# design 1

### config.mk
export PLATFORM = sky130hd
export DESIGN_NAME = int_to_fp
export DESIGN_NICKNAME = d
export VERILOG_FILES = /design/src/rtl/fp_pkg.sv /design/src/rtl/fp_rne_round.sv /design/src/rtl/int_to_fp.sv
export SDC_FILE = /design/constraint.sdc
export NUM_CORES = 1
export LEC_CHECK = 0
export CAP_MARGIN = 20
export CORE_ASPECT_RATIO = 0.8
export CORE_MARGIN = 2
export CORE_UTILIZATION = 56
export DETAILED_ROUTE_END_ITERATION = 10
export PLACE_DENSITY = 0.81
export SKIP_CTS_REPAIR_TIMING = 1
export SYNTH_ARGS = -nofsm -noshare
export SYNTH_HDL_FRONTEND = slang
export SYNTH_SLANG_ARGS = --single-unit
### constraint.sdc
create_clock -name clk -period 4.4 [get_ports clk]
set_input_delay 0.88 -clock clk [delete_from_list [all_inputs] [get_ports clk]]
set_output_delay 0.88 -clock clk [all_outputs]
set_load 0.02 [all_outputs]
### src/rtl/fp_pkg.sv
`default_nettype none
// ----------------------------------------------------------------------------
// fp_pkg : single-precision format constants and int_to_fp state encoding
// Revision 1.0
// ----------------------------------------------------------------------------
package fp_pkg;

  localparam int FP_EXP_W = 8;
  localparam int FP_MAN_W = 23;
  localparam int FP_BIAS  = 127;

  // Exponent of a 32-bit magnitude whose leading one sits at bit 31.
  localparam logic [FP_EXP_W-1:0] I2F_EXP_INIT = FP_EXP_W'(FP_BIAS + 31);

  typedef enum logic [1:0] {
    IDLE  = 2'd0,
    NORM  = 2'd1,
    ROUND = 2'd2,
    DONE  = 2'd3
  } i2f_state_t;

endpackage
`default_nettype wire

### src/rtl/fp_rne_round.sv
`default_nettype none
// ----------------------------------------------------------------------------
// fp_rne_round : round-to-nearest-even of a normalised 32-bit magnitude
// Revision 1.0
// ----------------------------------------------------------------------------
module fp_rne_round
  import fp_pkg::*;
(
  input  logic [31:0]         mag,
  input  logic [FP_EXP_W-1:0] exp_in,
  output logic [FP_MAN_W-1:0] frac,
  output logic [FP_EXP_W-1:0] exp_out,
  output logic                inexact
);

  logic guard;
  logic sticky;
  logic round_up;
  logic mant_all_ones;

  always_comb begin
    guard         = mag[7];
    sticky        = |mag[6:0];
    round_up      = guard & (sticky | mag[8]);
    mant_all_ones = &mag[31:8];
    inexact       = |mag[7:0];
    frac          = mag[30:8];
    exp_out       = exp_in;
    // A carry out of the 24-bit mantissa renormalises to 1.0 at the next exponent.
    if (round_up && mant_all_ones) begin
      frac    = '0;
      exp_out = exp_in + FP_EXP_W'(1);
    end else if (round_up) begin
      frac = mag[30:8] + 23'd1;
    end
  end

endmodule
`default_nettype wire

### src/rtl/int_to_fp.sv
`default_nettype none
// ----------------------------------------------------------------------------
// int_to_fp : 32-bit integer to IEEE-754 single, iterative normalise, RNE
// Revision 1.0
// ----------------------------------------------------------------------------
module int_to_fp
  import fp_pkg::*;
#(
  parameter int NORM_STEP = 4
) (
  input  logic        clk,
  input  logic        rst,
  input  logic        in_valid,
  output logic        in_ready,
  input  logic [31:0] in_data,
  input  logic        in_signed,
  output logic        out_valid,
  input  logic        out_ready,
  output logic [31:0] out_data,
  output logic        out_inexact
);

  localparam logic [FP_EXP_W-1:0] STEP_EXP = FP_EXP_W'(NORM_STEP);

  i2f_state_t          state_q, state_d;
  logic [31:0]         mag_q, mag_d;
  logic [FP_EXP_W-1:0] exp_q, exp_d;
  logic                sign_q, sign_d;
  logic [31:0]         out_data_q, out_data_d;
  logic                out_inexact_q, out_inexact_d;

  logic                in_sign;
  logic [31:0]         in_mag;
  logic [FP_MAN_W-1:0] rnd_frac;
  logic [FP_EXP_W-1:0] rnd_exp;
  logic                rnd_inexact;

  assign in_ready    = (state_q == IDLE) & ~rst;
  assign out_valid   = (state_q == DONE);
  assign out_data    = out_data_q;
  assign out_inexact = out_inexact_q;

  // Signed 0x80000000 negates to itself, which is already the right magnitude.
  assign in_sign = in_signed & in_data[31];
  assign in_mag  = in_sign ? (32'd0 - in_data) : in_data;

  fp_rne_round u_round (
    .mag     (mag_q),
    .exp_in  (exp_q),
    .frac    (rnd_frac),
    .exp_out (rnd_exp),
    .inexact (rnd_inexact)
  );

  always_comb begin
    state_d       = state_q;
    mag_d         = mag_q;
    exp_d         = exp_q;
    sign_d        = sign_q;
    out_data_d    = out_data_q;
    out_inexact_d = out_inexact_q;
    case (state_q)
      IDLE: begin
        if (in_valid && in_ready) begin
          sign_d = in_sign;
          mag_d  = in_mag;
          exp_d  = I2F_EXP_INIT;
          if (in_mag == 32'd0) begin
            out_data_d    = 32'h0000_0000;
            out_inexact_d = 1'b0;
            state_d       = DONE;
          end else begin
            state_d = NORM;
          end
        end
      end
      NORM: begin
        if (mag_q[31]) begin
          state_d = ROUND;
        end else if (mag_q[31 -: NORM_STEP] == '0) begin
          mag_d = mag_q << NORM_STEP;
          exp_d = exp_q - STEP_EXP;
        end else begin
          mag_d = mag_q << 1;
          exp_d = exp_q - FP_EXP_W'(1);
        end
      end
      ROUND: begin
        out_data_d    = {sign_q, rnd_exp, rnd_frac};
        out_inexact_d = rnd_inexact;
        state_d       = DONE;
      end
      DONE: begin
        if (out_ready) begin
          state_d = IDLE;
        end
      end
      default: state_d = IDLE;
    endcase
  end

  always_ff @(posedge clk) begin
    if (rst) begin
      state_q       <= IDLE;
      mag_q         <= '0;
      exp_q         <= '0;
      sign_q        <= 1'b0;
      out_data_q    <= '0;
      out_inexact_q <= 1'b0;
    end else begin
      state_q       <= state_d;
      mag_q         <= mag_d;
      exp_q         <= exp_d;
      sign_q        <= sign_d;
      out_data_q    <= out_data_d;
      out_inexact_q <= out_inexact_d;
    end
  end

endmodule
`default_nettype wire

# design 2

### config.mk
export PLATFORM = sky130hd
export DESIGN_NAME = pipo_share_ctrl
export DESIGN_NICKNAME = d
export VERILOG_FILES = /design/src/rtl/pipo_share_ctrl.sv
export SDC_FILE = /design/constraint.sdc
export NUM_CORES = 1
export LEC_CHECK = 0
export ABC_AREA = 1
export CORE_ASPECT_RATIO = 0.6
export CORE_MARGIN = 1
export CORE_UTILIZATION = 37
export DETAILED_ROUTE_END_ITERATION = 10
export HOLD_SLACK_MARGIN = 0.06
export PLACE_DENSITY = 0.74
export SLEW_MARGIN = 20
export SYNTH_ARGS = -nofsm -noshare
export SYNTH_HDL_FRONTEND = slang
export SYNTH_SLANG_ARGS = --single-unit
### constraint.sdc
create_clock -name clk -period 1.2 [get_ports clk]
set_input_delay 0.18 -clock clk [delete_from_list [all_inputs] [get_ports clk]]
set_output_delay 0.18 -clock clk [all_outputs]
set_load 0.005 [all_outputs]
### src/rtl/pipo_share_ctrl.sv
// pipo_share_ctrl: round-robin arbiter that loads one requester word per transfer into a shared storage register
module pipo_share_ctrl #(
    parameter  int NREQ  = 4,
    parameter  int WIDTH = 4,
    localparam int IDW   = $clog2(NREQ)
) (
    input  logic                  clk,
    input  logic                  reset,
    input  logic [NREQ-1:0]       req,
    input  logic [NREQ*WIDTH-1:0] wdata,
    input  logic                  clr,
    output logic [NREQ-1:0]       grant,
    output logic [NREQ-1:0]       ack,
    output logic [WIDTH-1:0]      dataout,
    output logic [IDW-1:0]        owner,
    output logic                  valid,
    output logic                  busy
);
    typedef enum logic [1:0] {IDLE, LOAD, ACK} state_t;
    state_t         state, nxt;
    logic [IDW-1:0] win, last, pick, idx;
    logic [NREQ-1:0] win_oh;

    // first asserted request after the previous winner, wrapping modulo NREQ
    always_comb begin
        pick = '0;
        idx  = '0;
        for (int k = NREQ; k >= 1; k--) begin
            idx = IDW'((int'(last) + k) % NREQ);
            if (req[idx]) pick = idx;
        end
    end

    // transfer sequencing; a pending clear in IDLE holds off arbitration
    always_comb begin
        nxt = (state == IDLE) ? ((!clr && |req) ? LOAD : IDLE) :
              (state == LOAD) ? ACK : IDLE;
    end

    // state register
    always_ff @(posedge clk or negedge reset) begin
        if (!reset) state <= IDLE;
        else        state <= nxt;
    end

    // winner capture, storage register load/clear and round-robin pointer update
    always_ff @(posedge clk or negedge reset) begin
        if (!reset) begin
            win     <= '0;
            last    <= IDW'(NREQ - 1);
            dataout <= '0;
            owner   <= '0;
            valid   <= 1'b0;
        end else begin
            case (state)
                IDLE: begin
                    if (clr) begin
                        dataout <= '0;
                        owner   <= '0;
                        valid   <= 1'b0;
                    end else if (|req) begin
                        win <= pick;
                    end
                end
                LOAD: begin
                    dataout <= wdata[int'(win)*WIDTH +: WIDTH];
                    owner   <= win;
                    valid   <= 1'b1;
                end
                ACK:     last <= win;
                default: ;
            endcase
        end
    end

    assign win_oh = {{(NREQ-1){1'b0}}, 1'b1} << win;
    assign grant  = (state == LOAD) ? win_oh : '0;
    assign ack    = (state == ACK)  ? win_oh : '0;
    assign busy   = (state != IDLE);
endmodule


==> gallery <==
Clock network drawn from the DEF.
image #1
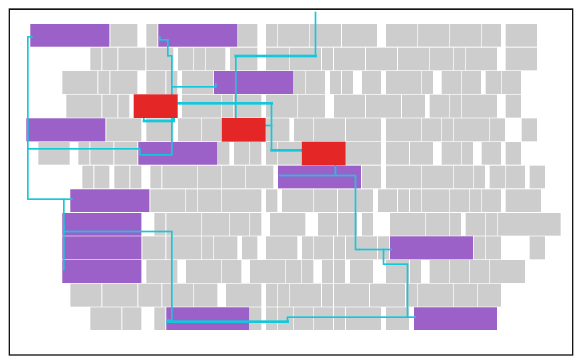
image #2
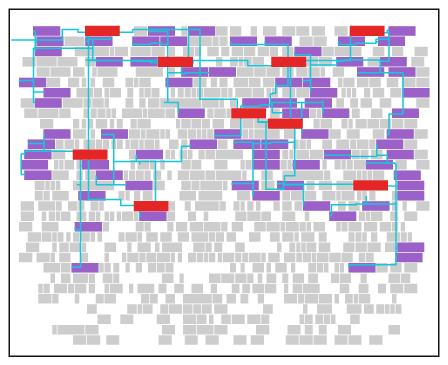
- most sequential cells: image #2
design 2: image #1
design 1: image #2

Design 1, placement view:
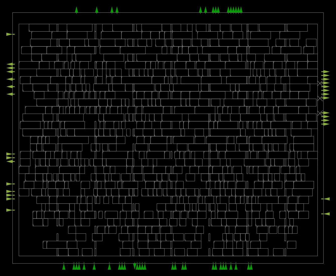
final core utilization: 72.1%
flop count: 76

==> impl_metrics.json, design 1 <==
{
  "outcome": "finished, violations left",
  "violations": "design-rule violations",
  "final_antenna_net_count": 0,
  "drive_above_1_share_pct": 11.4,
  "yosys-top-cells-count": "dfxtp_1, nor2_1, nand2_1, xnor2_1, clkbuf_1",
  "edf_count": 0,
  "port_buffers": 71,
  "required_ps": 4670,
  "yosys-stat-area_sq_um": 5320,
  "ys_cells": 657,
  "drc": 3,
  "arrival_ps": 4260,
  "grt_overflow_total": 0,
  "cts_made_buffers": 9,
  "cts_tree": "done",
  "synth_area_sq_um": 5320,
  "netlist_instances": 657,
  "crit_start": "in_data[0]"
}
## design 1: power by group
group	switching (mW)	internal, mW
clock network	0.295	0.555
registers	0.240	0.838
logic	0.889	0.596
total	1.42	1.99
## design 1: logic make-up (layout without fill, tap and decap cells)
kind of cell               Yosys count  count (layout)  share of synthesized area [%]
and+or+nand+nor                    250             250                           24.8
DFF                                 76              76                           28.6
xor gates and xnor gates            62              62                           10.2
adders and majority gates           10              10                           2.35
muxes                               28              28                           5.31
AOI/OAI and AO/OA                  162             162                           23.0
buffers and inverters               69             139                           5.74
## design 1: state kept, by name, summed over array words and instances, names as in the netlist
name	cells
mag_q	32
out_data	32
exp_q	8
out_inexact	1
sign_q	1
state_q	2
## design 1: final cells by class
type                    instances  share of cell area, %
inverters                      16                  0.910
repair buffers                107                   15.6
multi-input cells             512                   53.1
clock inverters                 6                   1.69
flip-flops and latches         76                   23.1
well taps                     115                   2.18
clock buffers                  10                   3.47
## design 1: critical path, delay by kind of cell
| family | cells | cell delay (ps) |
|---|---|---|
| buffers and inverters | 4 | 990 |
| and+or+nand+nor | 4 | 960 |
| adders and majority gates | 1 | 190 |
| AOI/OAI and AO/OA | 4 | 1220 |
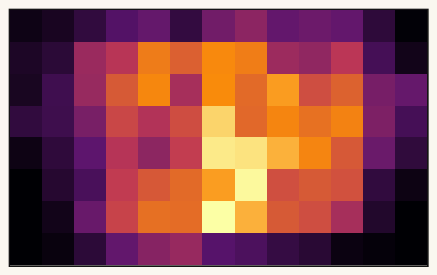
Design 2: wire density map
13 x 8 tiles, from black (low) to pale yellow (high), scaled to the fullest tile. Values are wire area over tile area, all layers added.
tiles over half the peak: 38%
densest ninth of the die: middle
nearly empty tiles: 6.7%
fullest tile: 0.73
Tot GR Track Use: 31.4%
DR vias: 1300
Total Routed Length: 4360 microns
wire per inst: 18.0 microns

==> impl_metrics.json, design 2 <==
{
  "holdBufCountCts": 0,
  "synth_area_per_cell_sq_um": 6.52,
  "combGateArea_sq_um": 611,
  "p_sw_mw": 1.95,
  "pwr-share-seq_pct": 19.3,
  "top_layer_used": "met4",
  "yosys-stat-area_sq_um": 873,
  "fin_setup_tns_ps": -2670,
  "utilization_pct": 82.4,
  "layout_top_cell": "nand2_1",
  "outcome": "finished, violations left",
  "power.density_nw_per_um2": 2300,
  "period_needed_ps": 1650,
  "violations": "negative setup slack",
  "grt_overflow_total": 0,
  "io_pins": 39,
  "worst_pin_slew_ps": 203,
  "p_seq_mw": 0.801,
  "synth_warnings": 0,
  "use_met2_pct": 51.8,
  "simple_gate_area_share_pct": 40.8,
  "worst_r2r_endpoint": "win[0]$_DFFE_PN0P_",
  "ys_types": 16,
  "finalCritPeriodShare_pct": 138,
  "setup_viol": 15,
  "fillCellCount": 108,
  "drive_above_1_share_pct": 53.3,
  "dp.cells": 226,
  "start_kind": "flop",
  "cts.repair.resized": 95,
  "grt_use_met3_pct": 6.10,
  "die_width_microns": 64.7,
  "postCtsSetupBuffers": 12,
  "total_power_mw": 4.16,
  "area_delta_synth_final_pct": 107,
  "crit_path_end_kind": "flop",
  "finalWorstSetupSlack_ps": -452,
  "cpLargestDelayFamily": "simple AND/OR/NAND/NOR gates",
  "wl_met1_microns": 1760,
  "rrSetupSlack_ps": -450,
  "synth.area.mux_share_pct": 0,
  "pre_cts_slack_ps": -358,
  "share_comb_of_total_power_pct": 70.8
}
==> design 2: state kept, by name, summed over array words and instances, names as in the netlist <==
| signal | cells |
|---|---|
| dataout | 4 |
| last | 2 |
| owner | 2 |
| state | 2 |
| win | 2 |
| valid | 1 |
==> design 2: synth_stat cells <==
library cell / n / area, sq um
nand2_1: 39 / 146
dfrtp_1: 11 / 275
inv_1: 23 / 86.3
nor3b_1: 1 / 7.51
nand4_1: 5 / 31.3
nand3_1: 5 / 25.0
o21ai_2: 1 / 8.76
inv_2: 1 / 3.75
o21ai_0: 7 / 35.0
nor2_1: 19 / 71.3
inv_8: 1 / 11.3
buf_6: 1 / 11.3
o22ai_1: 2 / 12.5
dfstp_2: 2 / 52.6
a21oi_1: 4 / 20.0
nand2_2: 12 / 75.1
==> design 2: final cells by class <==
| cell class | count | share of cell area, % |
|---|---|---|
| Sequential cell | 13 | 18.3 |
| Timing Repair Buffer | 75 | 36.9 |
| Multi-Input combinational cell | 95 | 33.7 |
| Clock buffer | 3 | 2.28 |
| Clock inverter | 1 | 0.277 |
| Inverter | 25 | 6.43 |
| Tap cell | 30 | 2.07 |

# design 3

Design 3, clock network drawn from the DEF:
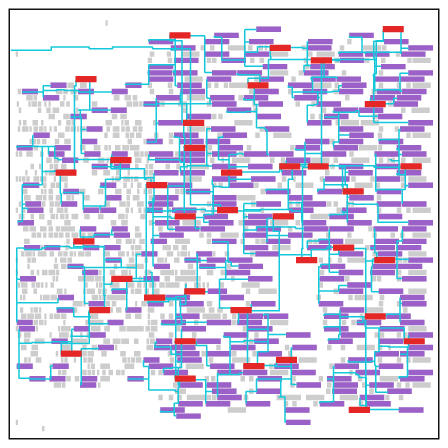

`src/rtl/fetch_unit_pkg.sv`:
```
// Shared constants and FSM encoding for the instruction fetch stage.
// Defaults here are the parameter defaults of fetch_unit.
package fetch_unit_pkg;

  localparam int          WORD_SIZE  = 32;
  localparam int          FIFO_DEPTH = 4;
  localparam logic [31:0] RESET_PC   = 32'h0000_0000;
  localparam logic [31:0] NOP        = 32'h0000_0013;

  typedef enum logic [1:0] {
    FETCH_IDLE  = 2'd0,
    FETCH_RUN   = 2'd1,
    FETCH_FLUSH = 2'd2
  } fetch_state_e;

endpackage

```
`src/rtl/fetch_fifo.sv`:
```
// Prefetch FIFO with synchronous clear; head is read straight from the entry registers.
// Push becomes visible at the head one cycle later; a push when full is accepted only with a pop.
module fetch_fifo #(
  parameter int WIDTH = 64,
  parameter int DEPTH = 4
) (
  input  logic                     clk_i,
  input  logic                     rst_i,
  input  logic                     clr_i,
  input  logic                     push_i,
  input  logic [WIDTH-1:0]         push_dat_i,
  input  logic                     pop_i,
  output logic [WIDTH-1:0]         head_dat_o,
  output logic                     full_o,
  output logic                     empty_o,
  output logic [$clog2(DEPTH):0]   count_o
);

  localparam int AW = $clog2(DEPTH);
  localparam int CW = AW + 1;

  logic [WIDTH-1:0] mem_q [DEPTH];
  logic [AW-1:0]    wr_ptr_q;
  logic [AW-1:0]    rd_ptr_q;
  logic [CW-1:0]    count_q;
  logic             do_push;
  logic             do_pop;

  assign empty_o    = (count_q == '0);
  assign full_o     = (count_q == CW'(DEPTH));
  assign do_pop     = pop_i && !empty_o;
  assign do_push    = push_i && (!full_o || do_pop);
  assign count_o    = count_q;
  assign head_dat_o = mem_q[rd_ptr_q];

  always_ff @(posedge clk_i) begin
    if (rst_i) begin
      wr_ptr_q <= '0;
      rd_ptr_q <= '0;
      count_q  <= '0;
      for (int i = 0; i < DEPTH; i++) begin
        mem_q[i] <= '0;
      end
    end else if (clr_i) begin
      wr_ptr_q <= '0;
      rd_ptr_q <= '0;
      count_q  <= '0;
    end else begin
      if (do_push) begin
        mem_q[wr_ptr_q] <= push_dat_i;
        wr_ptr_q        <= wr_ptr_q + 1'b1;
      end
      if (do_pop) begin
        rd_ptr_q <= rd_ptr_q + 1'b1;
      end
      case ({do_push, do_pop})
        2'b10:   count_q <= count_q + 1'b1;
        2'b01:   count_q <= count_q - 1'b1;
        default: count_q <= count_q;
      endcase
    end
  end

endmodule

```
`src/rtl/fetch_unit.sv`:
```
// Instruction fetch: owns the PC, issues in-order memory requests, buffers {instr, pc} for decode.
// Push-to-head latency 1 cycle; requests stall while FIFO entries plus in-flight words fill the FIFO.
module fetch_unit #(
  parameter int                   WORD_SIZE  = fetch_unit_pkg::WORD_SIZE,
  parameter int                   FIFO_DEPTH = fetch_unit_pkg::FIFO_DEPTH,
  parameter logic [WORD_SIZE-1:0] RESET_PC   = fetch_unit_pkg::RESET_PC
) (
  input  logic                 i_clk,
  input  logic                 i_rst,
  output logic                 o_MemReq,
  output logic [WORD_SIZE-1:0] o_MemAddr,
  input  logic                 i_MemGnt,
  input  logic                 i_MemRvalid,
  input  logic [WORD_SIZE-1:0] i_MemRdata,
  output logic                 o_InstrValid,
  output logic [WORD_SIZE-1:0] o_Instruction,
  output logic [WORD_SIZE-1:0] o_InstrPc,
  input  logic                 i_InstrReady,
  input  logic                 i_Redirect,
  input  logic [WORD_SIZE-1:0] i_RedirectPc
);

  import fetch_unit_pkg::*;

  localparam int CW = $clog2(FIFO_DEPTH) + 1;

  fetch_state_e           state_q, state_d;
  logic [WORD_SIZE-1:0]   fetch_pc_q, fetch_pc_d;
  logic [WORD_SIZE-1:0]   resp_pc_q, resp_pc_d;
  logic [CW-1:0]          outstanding_q, outstanding_d;
  logic [CW-1:0]          discard_q, discard_d;
  logic [CW-1:0]          fifo_count;
  logic [CW:0]            inflight;
  logic                   fifo_full;
  logic                   fifo_empty;
  logic                   mem_req;
  logic                   grant;
  logic                   push;
  logic                   pop;
  logic [WORD_SIZE-1:0]   redirect_pc;
  logic [2*WORD_SIZE-1:0] head_dat;
  logic                   unused_pc_bits;

  // Redirect targets are word aligned; the low address bits carry no information.
  assign redirect_pc    = {i_RedirectPc[WORD_SIZE-1:2], 2'b00};
  assign unused_pc_bits = ^i_RedirectPc[1:0];
  assign inflight       = {1'b0, fifo_count} + {1'b0, outstanding_q};

  always_comb begin
    mem_req       = 1'b0;
    state_d       = state_q;
    fetch_pc_d    = fetch_pc_q;
    resp_pc_d     = resp_pc_q;
    discard_d     = discard_q;

    // Reserving a slot per in-flight word means a response always has room.
    if (state_q == FETCH_RUN && !fifo_full && inflight < (CW+1)'(FIFO_DEPTH)) begin
      mem_req = 1'b1;
    end
    grant = mem_req && i_MemGnt;
    push  = i_MemRvalid && (discard_q == '0) && !i_Redirect;
    pop   = !fifo_empty && i_InstrReady && !i_Redirect;

    outstanding_d = outstanding_q + CW'(grant) - CW'(i_MemRvalid);
    if (i_MemRvalid && discard_q != '0) begin
      discard_d = discard_q - 1'b1;
    end
    if (grant) begin
      fetch_pc_d = fetch_pc_q + WORD_SIZE'(4);
    end
    if (push) begin
      resp_pc_d = resp_pc_q + WORD_SIZE'(4);
    end

    // Everything still in flight after this cycle, including a same-cycle grant, is stale.
    if (i_Redirect) begin
      fetch_pc_d = redirect_pc;
      resp_pc_d  = redirect_pc;
      discard_d  = outstanding_d;
    end

    case (state_q)
      FETCH_IDLE:  state_d = FETCH_RUN;
      FETCH_RUN:   if (i_Redirect && outstanding_d != '0) state_d = FETCH_FLUSH;
      FETCH_FLUSH: if (discard_d == '0) state_d = FETCH_RUN;
      default:     state_d = FETCH_IDLE;
    endcase
  end

  always_ff @(posedge i_clk) begin
    if (i_rst) begin
      state_q       <= FETCH_IDLE;
      fetch_pc_q    <= RESET_PC;
      resp_pc_q     <= RESET_PC;
      outstanding_q <= '0;
      discard_q     <= '0;
    end else begin
      state_q       <= state_d;
      fetch_pc_q    <= fetch_pc_d;
      resp_pc_q     <= resp_pc_d;
      outstanding_q <= outstanding_d;
      discard_q     <= discard_d;
    end
  end

  fetch_fifo #(
    .WIDTH (2*WORD_SIZE),
    .DEPTH (FIFO_DEPTH)
  ) u_fifo (
    .clk_i      (i_clk),
    .rst_i      (i_rst),
    .clr_i      (i_Redirect),
    .push_i     (push),
    .push_dat_i ({i_MemRdata, resp_pc_q}),
    .pop_i      (pop),
    .head_dat_o (head_dat),
    .full_o     (fifo_full),
    .empty_o    (fifo_empty),
    .count_o    (fifo_count)
  );

  assign o_MemReq      = mem_req;
  assign o_MemAddr     = fetch_pc_q;
  assign o_InstrValid  = !fifo_empty;
  assign o_Instruction = head_dat[2*WORD_SIZE-1:WORD_SIZE];
  assign o_InstrPc     = head_dat[WORD_SIZE-1:0];

endmodule

```
`config.mk`:
```
export PLATFORM = sky130hd
export DESIGN_NAME = fetch_unit
export DESIGN_NICKNAME = d
export VERILOG_FILES = /design/src/rtl/fetch_unit_pkg.sv /design/src/rtl/fetch_fifo.sv /design/src/rtl/fetch_unit.sv
export SDC_FILE = /design/constraint.sdc
export NUM_CORES = 1
export LEC_CHECK = 0
export CAP_MARGIN = 20
export CORE_MARGIN = 2
export CORE_UTILIZATION = 45
export CTS_CLUSTER_SIZE = 14
export DETAILED_ROUTE_END_ITERATION = 8
export DONT_BUFFER_PORTS = 1
export HOLD_SLACK_MARGIN = 0.02
export MAX_ROUTING_LAYER = met4
export SLEW_MARGIN = 10
export SYNTH_ARGS = -nofsm -noshare
export SYNTH_HDL_FRONTEND = slang
export SYNTH_SLANG_ARGS = --single-unit
```
`constraint.sdc`:
```
create_clock -name i_clk -period 12.8 [get_ports i_clk]
set_input_delay 1.28 -clock i_clk [delete_from_list [all_inputs] [get_ports i_clk]]
set_output_delay 1.28 -clock i_clk [all_outputs]
set_load 0.01 [all_outputs]
```
# design 4

$ cat src/rtl/router_fifo_pkg.sv
// Constants and helpers shared by the router register stage, FSM and port FIFOs.
package router_fifo_pkg;

  localparam int ROUTER_WIDTH      = 8;
  localparam int ROUTER_FIFO_DEPTH = 16;
  localparam int HDR_LEN_MSB       = 7;
  localparam int HDR_LEN_LSB       = 2;
  localparam int HDR_ADDR_W        = 2;

  // One extra bit so a length of 63 can hold 64 (payload + parity).
  localparam int PKT_CNT_W = HDR_LEN_MSB - HDR_LEN_LSB + 2;

  function automatic logic [PKT_CNT_W-1:0] hdr_count(
    input logic [ROUTER_WIDTH-1:0] hdr
  );
    return {1'b0, hdr[HDR_LEN_MSB:HDR_LEN_LSB]} + PKT_CNT_W'(1);
  endfunction

endpackage

$ cat src/rtl/router_fifo.sv
// Per-port output buffer: 16x9 circular store with header tag and
// packet byte counter so the read side knows where a packet ends.
module router_fifo
  import router_fifo_pkg::*;
#(
  parameter int DEPTH = ROUTER_FIFO_DEPTH,
  parameter int WIDTH = ROUTER_WIDTH
) (
  input  logic             clock,
  input  logic             reset,
  input  logic             soft_reset,
  input  logic             write_enb,
  input  logic             read_enb,
  input  logic             lfd_state,
  input  logic [WIDTH-1:0] data_in,
  output logic [WIDTH-1:0] data_out,
  output logic             full,
  output logic             empty
);

  localparam int AW = $clog2(DEPTH);

  logic [WIDTH:0]     mem [DEPTH];
  logic [AW:0]        wr_ptr;
  logic [AW:0]        rd_ptr;
  logic [PKT_CNT_W-1:0] count;
  logic               wr_go;
  logic               rd_go;
  logic [WIDTH:0]     rd_word;

  assign empty = (wr_ptr == rd_ptr);
  assign full  = (wr_ptr[AW-1:0] == rd_ptr[AW-1:0]) &&
                 (wr_ptr[AW] != rd_ptr[AW]);

  assign wr_go   = write_enb && !full;
  assign rd_go   = read_enb && !empty;
  assign rd_word = mem[rd_ptr[AW-1:0]];

  always_ff @(posedge clock) begin
    if (reset || soft_reset) begin
      wr_ptr   <= '0;
      rd_ptr   <= '0;
      count    <= '0;
      data_out <= '0;
      for (int i = 0; i < DEPTH; i++) begin
        mem[i] <= '0;
      end
    end else begin
      if (wr_go) begin
        mem[wr_ptr[AW-1:0]] <= {lfd_state, data_in};
        wr_ptr <= wr_ptr + (AW+1)'(1);
      end
      if (rd_go) begin
        rd_ptr   <= rd_ptr + (AW+1)'(1);
        data_out <= rd_word[WIDTH-1:0];
        if (rd_word[WIDTH]) begin
          count <= hdr_count(rd_word[WIDTH-1:0]);
        end else if (count != '0) begin
          count <= count - PKT_CNT_W'(1);
        end
      end else if (count == '0) begin
        // Packet finished: park the output at the idle value.
        data_out <= '0;
      end
    end
  end

endmodule

$ cat config.mk
export PLATFORM = sky130hd
export DESIGN_NAME = router_fifo
export DESIGN_NICKNAME = d
export VERILOG_FILES = /design/src/rtl/router_fifo_pkg.sv /design/src/rtl/router_fifo.sv
export SDC_FILE = /design/constraint.sdc
export NUM_CORES = 1
export LEC_CHECK = 0
export ABC_AREA = 1
export CAP_MARGIN = 20
export CORE_ASPECT_RATIO = 0.75
export CORE_MARGIN = 1.5
export CORE_UTILIZATION = 45
export CTS_BUF_LIST = sky130_fd_sc_hd__clkbuf_8 sky130_fd_sc_hd__clkbuf_16
export CTS_CLUSTER_SIZE = 10
export DETAILED_ROUTE_END_ITERATION = 7
export GPL_TIMING_DRIVEN = 0
export PLACE_DENSITY = 0.68
export RECOVER_POWER = 50
export SKIP_LAST_GASP = 1
export SLEW_MARGIN = 10
export SYNTH_ARGS = -nofsm -noshare
export SYNTH_HDL_FRONTEND = slang
export SYNTH_SLANG_ARGS = --single-unit
$ cat constraint.sdc
create_clock -name clock -period 2.7 [get_ports clock]
set_input_delay 0.54 -clock clock [delete_from_list [all_inputs] [get_ports clock]]
set_output_delay 0.54 -clock clock [all_outputs]
set_load 0.1 [all_outputs]
# design 5

File: src/rtl/pulse_echo_scheduler_if.sv
// Configuration bus and line handshake between the pulse-echo scheduler and
// its host / display consumer. The host side drives register writes and the
// line acknowledge; the scheduler side reports line and frame completion.
interface pulse_echo_scheduler_if #(
  parameter int CNT_W = 16
) ();
  logic             cfg_we;
  logic [2:0]       cfg_addr;
  logic [CNT_W-1:0] cfg_wdata;
  logic             line_ack;
  logic             line_done;
  logic             frame_done;

  modport master (
    output cfg_we,
    output cfg_addr,
    output cfg_wdata,
    output line_ack,
    input  line_done,
    input  frame_done
  );

  modport slave (
    input  cfg_we,
    input  cfg_addr,
    input  cfg_wdata,
    input  line_ack,
    output line_done,
    output frame_done
  );
endinterface

File: src/rtl/pulse_echo_scheduler.sv
// Pulse-echo line scheduler: runs INC -> TX -> RX -> WAIT_ACK -> GAP per scan
// line, with run-time timing registers that are latched into shadow copies at
// the start of every line. All outputs come straight from flops.
// Optional build macro: PULSE_ECHO_AUTO_ACK_EN -- when defined, line_ack is
// ignored and WAIT_ACK lasts a single cycle (free-running scan).
module pulse_echo_scheduler #(
  parameter int CNT_W     = 16,
  parameter int NUM_LINES = 8,
  parameter int LINE_W    = 3
) (
  input  logic                  clk,
  input  logic                  reset,
  input  logic                  enable,
  pulse_echo_scheduler_if.slave bus,
  output logic [LINE_W-1:0]     line_sel,
  output logic                  increment,
  output logic                  transmit,
  output logic                  receive,
  output logic                  z_on,
  output logic                  marker,
  output logic                  busy
);

  // Register map: 0 tx_len, 1 rx_len, 2 gap_len, 3 mark_per, 4 num_lines.
  localparam int NUM_CFG = 5;

  typedef enum logic [2:0] {
    S_IDLE     = 3'd0,
    S_INC      = 3'd1,
    S_TX       = 3'd2,
    S_RX       = 3'd3,
    S_WAIT_ACK = 3'd4,
    S_GAP      = 3'd5
  } state_t;

  state_t                        state_reg, state_next;
  logic [CNT_W-1:0]              cnt_reg, cnt_next;
  logic [CNT_W-1:0]              mdown_reg, mdown_next;
  logic [LINE_W-1:0]             line_sel_reg, line_next;
  logic                          frame_next;
  logic                          ack_taken;
  logic [NUM_CFG-1:0][CNT_W-1:0] shadow_vec;
  logic [CNT_W-1:0]              tx_sh, rx_sh, gap_sh, mark_sh, num_sh;

  function automatic logic [CNT_W-1:0] cfg_default(input int idx);
    case (idx)
      0:       cfg_default = CNT_W'(15);
      1:       cfg_default = CNT_W'(2000);
      2:       cfg_default = CNT_W'(20000);
      3:       cfg_default = CNT_W'(65);
      default: cfg_default = CNT_W'(NUM_LINES);
    endcase
  endfunction

  // Lengths and the marker period can never be zero; the line count is
  // clamped to what line_sel can address.
  function automatic logic [CNT_W-1:0] cfg_sanitize(input int idx, input logic [CNT_W-1:0] v);
    cfg_sanitize = v;
    case (idx)
      0, 1, 3: if (v == '0) cfg_sanitize = CNT_W'(1);
      4: begin
        if (v == '0)
          cfg_sanitize = CNT_W'(1);
        else if (v > CNT_W'(NUM_LINES))
          cfg_sanitize = CNT_W'(NUM_LINES);
      end
      default: cfg_sanitize = v;
    endcase
  endfunction

  genvar gi;
  generate
    for (gi = 0; gi < NUM_CFG; gi++) begin : g_cfg
      logic [CNT_W-1:0] live_reg;
      logic [CNT_W-1:0] shadow_reg;

      // Live register: host writes land here immediately.
      always_ff @(posedge clk or posedge reset) begin
        if (reset)
          live_reg <= cfg_default(gi);
        else if (bus.cfg_we && (bus.cfg_addr == 3'(gi)))
          live_reg <= cfg_sanitize(gi, bus.cfg_wdata);
      end

      // Shadow copy taken once per line so mid-line writes only affect the next line.
      always_ff @(posedge clk or posedge reset) begin
        if (reset)
          shadow_reg <= cfg_default(gi);
        else if (state_reg == S_INC)
          shadow_reg <= live_reg;
      end

      assign shadow_vec[gi] = shadow_reg;
    end
  endgenerate

  assign tx_sh   = shadow_vec[0];
  assign rx_sh   = shadow_vec[1];
  assign gap_sh  = shadow_vec[2];
  assign mark_sh = shadow_vec[3];
  assign num_sh  = shadow_vec[4];

`ifdef PULSE_ECHO_AUTO_ACK_EN
  logic unused_line_ack;
  assign unused_line_ack = bus.line_ack;
  assign ack_taken       = 1'b1;
`else
  assign ack_taken       = bus.line_ack;
`endif

  // Next-state, phase counter, marker down-counter and line index.
  always_comb begin
    state_next = state_reg;
    cnt_next   = cnt_reg;
    mdown_next = mdown_reg;
    line_next  = line_sel_reg;
    frame_next = 1'b0;
    case (state_reg)
      S_IDLE: begin
        if (enable)
          state_next = S_INC;
      end
      S_INC: begin
        state_next = S_TX;
        cnt_next   = '0;
      end
      S_TX: begin
        if (cnt_reg == tx_sh - CNT_W'(1)) begin
          state_next = S_RX;
          cnt_next   = '0;
          mdown_next = '0;
        end else begin
          cnt_next = cnt_reg + CNT_W'(1);
        end
      end
      S_RX: begin
        if (cnt_reg == rx_sh - CNT_W'(1)) begin
          state_next = S_WAIT_ACK;
          cnt_next   = '0;
        end else begin
          cnt_next = cnt_reg + CNT_W'(1);
          // mdown tracks cycles until the next multiple of mark_per; zero means on a multiple.
          mdown_next = (mdown_reg == '0) ? (mark_sh - CNT_W'(1)) : (mdown_reg - CNT_W'(1));
        end
      end
      S_WAIT_ACK: begin
        if (ack_taken) begin
          // >= rather than == keeps the index in range if the line count shrank.
          if (CNT_W'(line_sel_reg) >= (num_sh - CNT_W'(1))) begin
            line_next  = '0;
            frame_next = 1'b1;
          end else begin
            line_next = line_sel_reg + LINE_W'(1);
          end
          cnt_next = '0;
          if (gap_sh == '0)
            state_next = enable ? S_INC : S_IDLE;
          else
            state_next = S_GAP;
        end
      end
      S_GAP: begin
        if (cnt_reg == gap_sh - CNT_W'(1)) begin
          state_next = enable ? S_INC : S_IDLE;
          cnt_next   = '0;
        end else begin
          cnt_next = cnt_reg + CNT_W'(1);
        end
      end
      default: state_next = S_IDLE;
    endcase
  end

  // State/counter registers and output flops decoded from the next state.
  always_ff @(posedge clk or posedge reset) begin
    if (reset) begin
      state_reg      <= S_IDLE;
      cnt_reg        <= '0;
      mdown_reg      <= '0;
      line_sel_reg   <= '0;
      increment      <= 1'b0;
      transmit       <= 1'b0;
      receive        <= 1'b0;
      z_on           <= 1'b0;
      marker         <= 1'b0;
      busy           <= 1'b0;
      bus.line_done  <= 1'b0;
      bus.frame_done <= 1'b0;
    end else begin
      state_reg      <= state_next;
      cnt_reg        <= cnt_next;
      mdown_reg      <= mdown_next;
      line_sel_reg   <= line_next;
      increment      <= (state_next == S_INC);
      transmit       <= (state_next == S_TX);
      receive        <= (state_next == S_RX);
      z_on           <= (state_next == S_RX) && (cnt_next >= mark_sh);
      marker         <= (state_next == S_RX) && (cnt_next != '0) && (mdown_next == '0);
      busy           <= (state_next != S_IDLE);
      bus.line_done  <= (state_next == S_WAIT_ACK);
      bus.frame_done <= frame_next;
    end
  end

  assign line_sel = line_sel_reg;

endmodule

File: src/flat_wrapper.sv
// flat-port wrapper written by rule: the top's interface ports become plain ports
module pulse_echo_scheduler_flat 
#(
  parameter int CNT_W     = 16,
  parameter int NUM_LINES = 8,
  parameter int LINE_W    = 3
)
  (clk, reset, enable, line_sel, increment, transmit, receive, z_on, marker, busy, bus_cfg_we, bus_cfg_addr, bus_cfg_wdata, bus_line_ack, bus_line_done, bus_frame_done);
  pulse_echo_scheduler_if #(.CNT_W(CNT_W)) bus_i ();
  input  logic clk;
  input  logic reset;
  input  logic enable;
  output logic [LINE_W-1:0] line_sel;
  output logic increment;
  output logic transmit;
  output logic receive;
  output logic z_on;
  output logic marker;
  output logic busy;
  input wire logic [$bits(bus_i.cfg_we)-1:0] bus_cfg_we;
  input wire logic [$bits(bus_i.cfg_addr)-1:0] bus_cfg_addr;
  input wire logic [$bits(bus_i.cfg_wdata)-1:0] bus_cfg_wdata;
  input wire logic [$bits(bus_i.line_ack)-1:0] bus_line_ack;
  output wire logic [$bits(bus_i.line_done)-1:0] bus_line_done;
  output wire logic [$bits(bus_i.frame_done)-1:0] bus_frame_done;
  assign bus_i.cfg_we = bus_cfg_we;
  assign bus_i.cfg_addr = bus_cfg_addr;
  assign bus_i.cfg_wdata = bus_cfg_wdata;
  assign bus_i.line_ack = bus_line_ack;
  assign bus_line_done = bus_i.line_done;
  assign bus_frame_done = bus_i.frame_done;
  pulse_echo_scheduler #(.CNT_W(CNT_W), .NUM_LINES(NUM_LINES), .LINE_W(LINE_W)) u_core (.clk(clk), .reset(reset), .enable(enable), .bus(bus_i), .line_sel(line_sel), .increment(increment), .transmit(transmit), .receive(receive), .z_on(z_on), .marker(marker), .busy(busy));
endmodule
File: config.mk
export PLATFORM = sky130hd
export DESIGN_NAME = pulse_echo_scheduler_flat
export DESIGN_NICKNAME = d
export VERILOG_FILES = /design/src/rtl/pulse_echo_scheduler_if.sv /design/src/rtl/pulse_echo_scheduler.sv /design/src/flat_wrapper.sv
export SDC_FILE = /design/constraint.sdc
export NUM_CORES = 1
export LEC_CHECK = 0
export CAP_MARGIN = 10
export CORE_UTILIZATION = 67
export DETAILED_ROUTE_END_ITERATION = 8
export PLACE_DENSITY_LB_ADDON = 0.05
export SYNTH_ARGS = -nofsm -noshare
export SYNTH_HDL_FRONTEND = slang
export SYNTH_SLANG_ARGS = --single-unit
export TNS_END_PERCENT = 10
File: constraint.sdc
create_clock -name clk -period 19.33 [get_ports clk]
set_input_delay 3.866 -clock clk [delete_from_list [all_inputs] [get_ports clk]]
set_output_delay 3.866 -clock clk [all_outputs]
set_load 0.03 [all_outputs]

## Gallery

Zoomed window.
panel A
Scale bar: 10 microns. Window x 81 to 106, y 43 to 68 microns. Cells in grey, sequential cells in the stronger grey; small squares are vias.
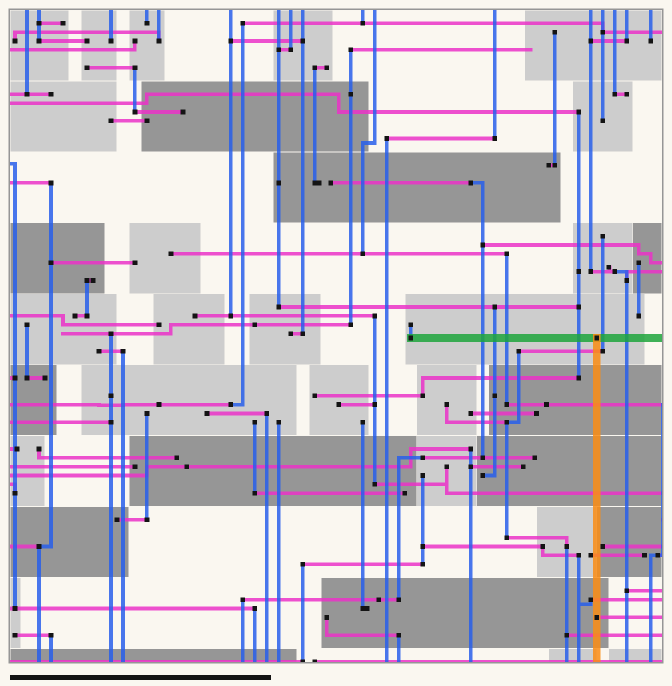
panel B
Scale bar: 10 microns. Window x 53 to 78, y 27 to 52 microns. Cells in grey, sequential cells in the stronger grey; small squares are vias.
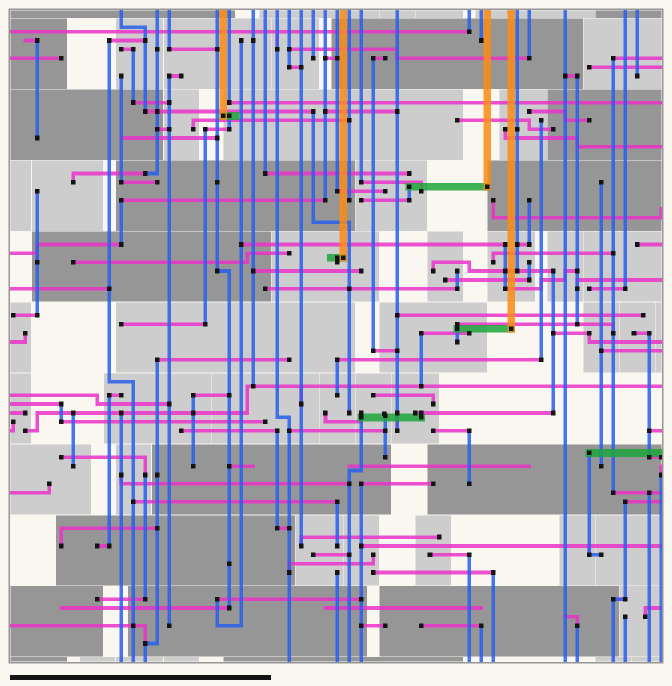
panel C
Scale bar: 10 microns. Window x 67 to 92, y 23 to 48 microns. Cells in grey, sequential cells in the stronger grey; small squares are vias.
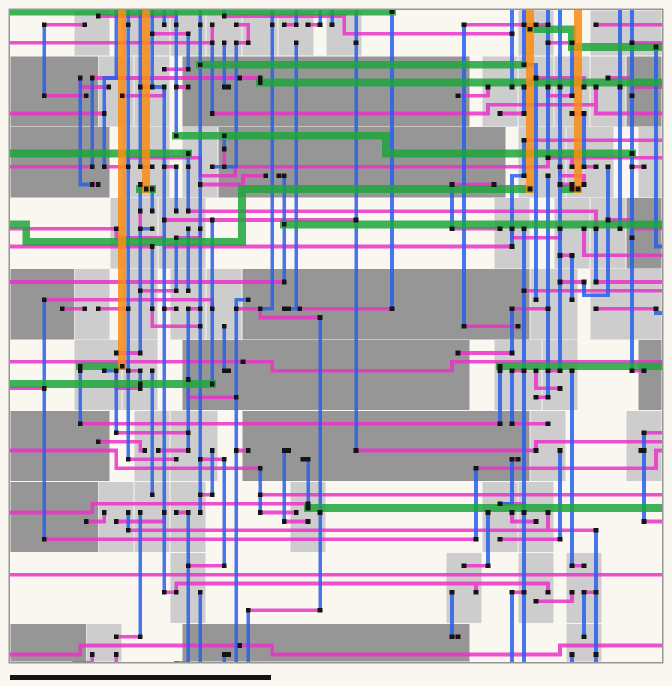
- design 3 = panel A
- design 5 = panel B
- design 4 = panel C

Key to panel A:
| colour | layer |
|---|---|
| magenta | met1 |
| blue | met2 |
| orange | met4 |
| green | met3 |
cells with their middle in the window: 23
netlist names of flops here include: u_fifo.mem_q (5)
sequential cells in the window: 6
most frequent: and2_1 (6), edfxtp_1 (5), buf_4 (3)

Design 5, wire density map:
26 x 26 tiles, from black (low) to pale yellow (high), scaled to the fullest tile. Values are wire area over tile area, all layers added.
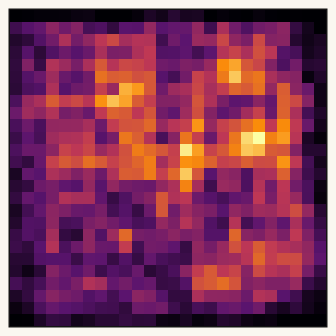
tiles over half the peak: 21%
mean over tiles: 0.26
emptiest ninth of the die: bottom left

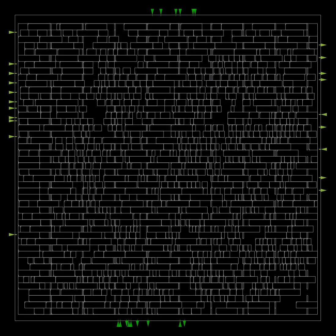
Design 5: placement view
register fraction of the total cell area: 41.9%
core box area: 16100 sq um
final core utilization: 77.0%

==> impl_metrics.json, design 5 <==
{
  "outcome": "finished clean",
  "place_hpwl_microns": 19200,
  "final_hold_viol_count": 0,
  "slew_headroom_pct": 35.3,
  "top_usage_layer": "met2",
  "clock_latency_ps": 530,
  "path_clk_slew_ps": 60,
  "path_max_fanout": 21,
  "top_area_share_pct": 37.8,
  "place_congestion": 0.959,
  "cpLargestDelayFamily": "AND-OR/OR-AND gates",
  "top_layer_used": "met4",
  "cts_root_buf": "clkbuf_16",
  "die_h_microns": 132,
  "diodes": 0,
  "num_rows": 46,
  "wl_met1_microns": 11800,
  "max_freq_ghz": 0.145,
  "wl_per_cell_microns": 20.6,
  "path_class": "in2reg",
  "cts.repair.resized": 0,
  "worst_pin_slew_ps": 967,
  "p_seq_mw": 0.708,
  "fin_area_sq_um": 12400,
  "fin_setup_tns_ps": 0,
  "cts_made_buffers": 22,
  "dp.cells": 1301,
  "clock_sinks": 206,
  "cp.buffers_inverters": 1,
  "first_pass_iters": 5,
  "ys_types": 75,
  "adder_share_pct": 3.20,
  "top_logic_kind": "simple AND/OR/NAND/NOR gates",
  "vdd_drop_max_v": 0.000117,
  "crit_top_cell": "a21o_1",
  "p_sw_mw": 0.735,
  "ys_sh_xor_pct": 4.98
}
[design 5: through the flow]
| stage | hold WS [ps] | power [mW] | util (%) |
|---|---|---|---|
| final | 478 | 1.86 | 77.0 |
| after global routing | 488 | 1.97 | 77.0 |
| after CTS | 482 | 1.85 | 77.0 |
| after detailed placement | 467 | 1.45 | 72.9 |
| after global placement | 458 | 1.43 | 72.9 |
| after floorplan | 444 | 1.26 | - |
[design 5: cell type report]
cell class              count  share of cell area [%]
inverters                  40                    1.27
flip-flops and latches    206                    41.9
clock inverters             2                   0.282
clock buffers              38                    5.08
multi-input cells         794                    45.9
repair buffers             45                    3.41
well taps                 216                    2.18
[design 5: path summary, 6_finish.rpt]
check / slack [ps] / end / cells after the start
max reg2reg: 13600 / u_core.z_on$_DFF_PP0_ / 22
min: 480 / u_core.g_cfg[3].live_reg[0]$_DFFE_PP1P_ / 2
min in group asynchronous: 3930 / u_core.mdown_reg[1]$_DFF_PP0_ / 2
min reg2reg: 480 / u_core.g_cfg[3].live_reg[0]$_DFFE_PP1P_ / 2
max in group asynchronous: 13940 / u_core.g_cfg[2].live_reg[8]$_DFFE_PP0P_ / 3
max: 12420 / u_core.z_on$_DFF_PP0_ / 17
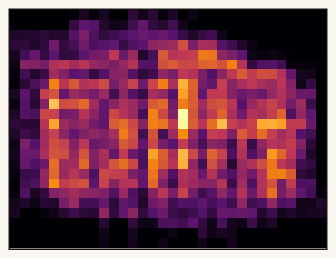
Design 4: wire density map
32 x 24 tiles, from black (low) to pale yellow (high), scaled to the fullest tile. Values are wire area over tile area, all layers added.
emptiest ninth of the die: top right
mean over tiles: 0.17
fullest tile: 0.64
nearly empty tiles: 20%
wire per inst: 17.0 microns
Tot GR Track Use: 22.4%
Total Routed Length: 20200 microns
DR vias: 6248

==> impl_metrics.json, design 4 <==
{
  "outcome": "finished clean",
  "hold_path.class": "reg2reg",
  "area_delta_synth_final_pct": 12.8,
  "die_width_microns": 158,
  "cts.repair.resized": 2,
  "finalWorstSetupSlack_ps": 203,
  "top_area_share_pct": 53.0,
  "clock_latency_ps": 430,
  "drc": 0,
  "crit_path_end_kind": "flop",
  "synthTopCellsByArea": "edfxtp_1, nor2_1, nand2_1, dfxtp_1, nand3_1",
  "required_ps": 2730,
  "simple_gate_area_share_pct": 24.5,
  "ys_cells": 891,
  "path_max_fanout": 10,
  "cts_root_buf": "clkbuf_16",
  "final_hold_viol_count": 0,
  "p_sw_mw": 1.32,
  "grt_pass1_wl_microns": 30700,
  "tapCellCount": 242,
  "layout_top_cell": "nor2_1",
  "rrSetupSlack_ps": 200,
  "core-area_sq_um": 17700,
  "synth.area.mux_share_pct": 0,
  "max_freq_ghz": 0.400,
  "dominant_cells": "flip-flops and latches",
  "setup_viol": 0
}
==> design 4: flip-flops by register name (all words and copies together), names as in the netlist, named ones only <==
signal	count
wr_ptr	5
data_out	8
count	7
rd_ptr	5
mem	144
==> design 4: layer usage <==
metal	share of wire (%)	up-vias	wire (microns)	GRT usage, %
met5	0	-	0	0
met4	1.2	0	243	5.37
met3	8.0	21	1610	4.69
met2	43	248	8570	32.2
met1	48	2976	9730	34.5
li1	-	3003	-	-
==> design 4: Yosys cell counts <==
cell type,instances
nand2_2,18
xor2_1,6
buf_6,4
nor2_4,4
a22oi_1,4
buf_4,5
or2_4,1
and3_1,1
nor3_1,5
nand2_1,194
buf_1,2
inv_1,75
a32o_1,2
clkinv_1,1
inv_2,2
o21ai_0,32
ha_1,7
dfxtp_1,29
nor2_1,199
nand3b_1,1
inv_4,1
o211ai_1,13
a21oi_1,39
buf_8,3
o311ai_0,2
nand3_1,63
edfxtp_1,144
xnor2_1,3
o21ai_1,1
buf_2,14
clkbuf_1,15
o21bai_1,1
==> design 4: critical path: cells and delay by family, from the launching register on <==
kind                   cells  cell delay (ps)
XOR/XNOR                   1              180
buffers and inverters      1              210
flip-flops                 1              370
AND/OR/NAND/NOR            8             1340
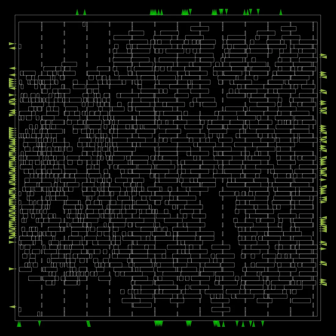
Design 3: placement view
Finished Layout Cells: 1571
Fillers: 2910
Tapcells: 442
register fraction of the total cell area: 54.6%
flop count: 325

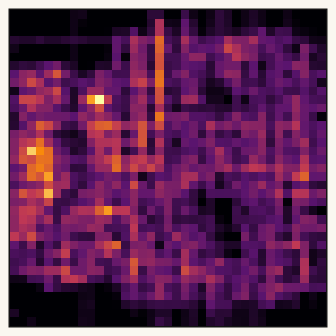
Design 3: wire density map
37 x 37 tiles, from black (low) to pale yellow (high), scaled to the fullest tile. Values are wire area over tile area, all layers added.
tiles over half the peak: 5.8%
nearly empty tiles: 13%
fullest tile: 0.66
densest ninth of the die: left middle
mean over tiles: 0.15

## Picture notes: 'clock network drawn from the DEF' of design 3
[purple] flip-flops | count: 325
[cyan] clock wires | length: 4120 microns
[red] cells driving clock nets | count: 37
flops lie: all over the die
routed clock nets: 38
clock network power: 0.972 mW
Clock Skew: 21.3 ps
Clock power frac: 40.0%
Late-Pin Clk Latency: 520 ps

==> impl_metrics.json, design 3 <==
{
  "outcome": "finished clean",
  "start_kind": "flop",
  "flop_area_sq_um": 9000,
  "cts_tree": "done",
  "synth.most_common_cell": "edfxtp_1",
  "placed_area_sq_um": 15300,
  "clock_path_buffers": 3,
  "path_depth": 2,
  "dieArea_sq_um": 34800,
  "dominant_cells": "flip-flops and latches",
  "core-area_sq_um": 32700,
  "crit_path_max_incr_delay_ps": 800,
  "cts_made_buffers": 37,
  "num-nonclk-buffers": 11,
  "netlist_instances": 1130,
  "cpLargestDelayFamily": "buffers and inverters",
  "first_pass_iters": 5,
  "max_freq_ghz": 0.257,
  "leakage_nw": 5.92,
  "wl_per_cell_microns": 21.2,
  "drt_wl_total_microns": 33300,
  "r2r-start": "u_fifo.count_o[2]$_SDFFE_PP0P_",
  "slowest_stage": "buf_4",
  "clkCellAreaFrac_pct": 6.66,
  "total_power_mw": 2.43,
  "postSynthSeqShare_pct": 60.0,
  "final_antenna_net_count": 0,
  "place_hpwl_microns": 19100,
  "yosys-stat-area_sq_um": 15000,
  "rr_worst_depth": 15,
  "drive_above_1_share_pct": 12.7,
  "layout_top_cell": "edfxtp_1"
}
design 3: routing by layer:
metal	global-route usage (%)	vias up	wire (microns)
met1	26.0	4356	14600
met4	5.56	0	806
met5	-	-	0
met2	31.3	304	15800
li1	-	4112	-
met3	3.55	58	2110
design 3: logic make-up after synthesis:
logic type                 share of synthesized area (%)
xor gates and xnor gates                            3.31
muxes                                               9.38
AOI/OAI and AO/OA                                   5.35
DFF                                                 60.0
buffers and inverters                               3.53
adders and majority gates                           1.02
other                                             0.0250
and+or+nand+nor                                     17.4
design 3: worst register-to-register path, cell delays in order, from the launching register on:
cell	delay, ps
dfxtp_1	420
ha_1	280
nor2_1	180
nand2_1	350
nor2_1	370
inv_1	80
ha_1	270
inv_1	50
ha_1	120
inv_1	40
fa_1	380
xnor3_1	410
and2_1	190
a32oi_1	240
o32a_1	190
nor2_1	40
design 3: registers in the layout, indices dropped and copies added (netlist names), named ones only:
name             cells
discard_q            3
o_MemAddr           30
outstanding_q        3
resp_pc_q           30
state_q              2
u_fifo.count_o       3
u_fifo.mem_q       248
u_fifo.rd_ptr_q      2
u_fifo.wr_ptr_q      2


==> layout pictures side by side <==
Selected gate families.
(a)
Scale bar: 20 microns.
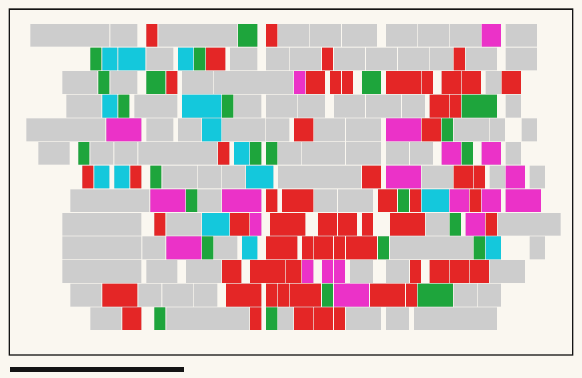
(b)
Scale bar: 50 microns.
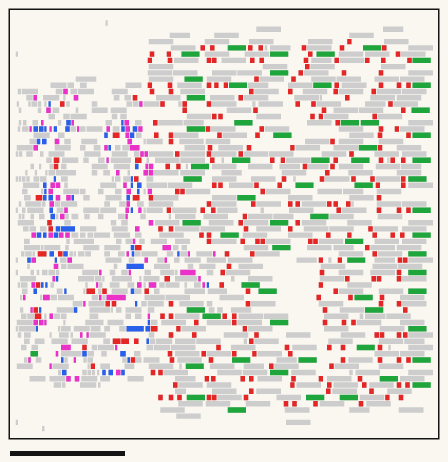
(c)
Scale bar: 50 microns.
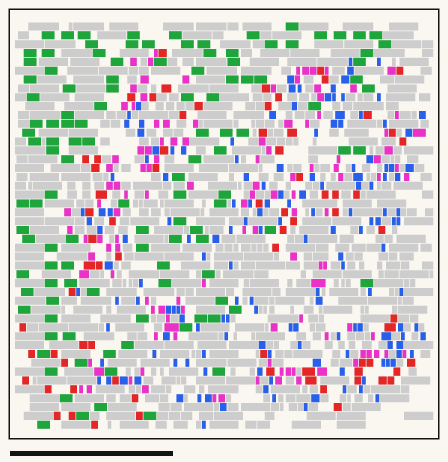
(d)
Scale bar: 50 microns.
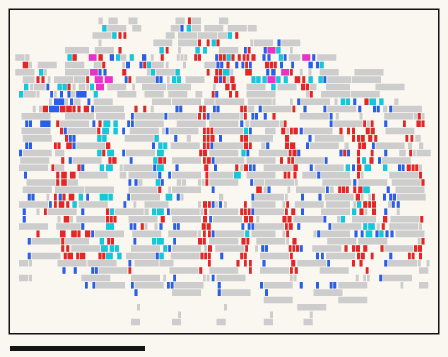
(e)
Scale bar: 20 microns.
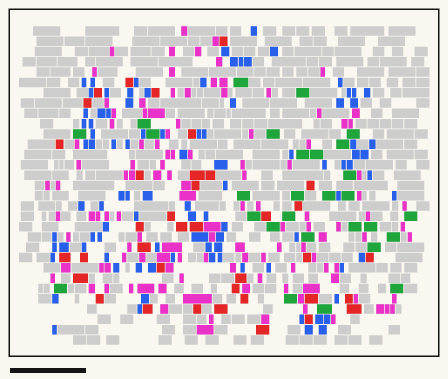
(a) comes from design 2.
(e) comes from design 1.
(c) comes from design 5.
(b) comes from design 3.
(d) comes from design 4.

No activity file was given, so power comes from the tool's default toggle rates.
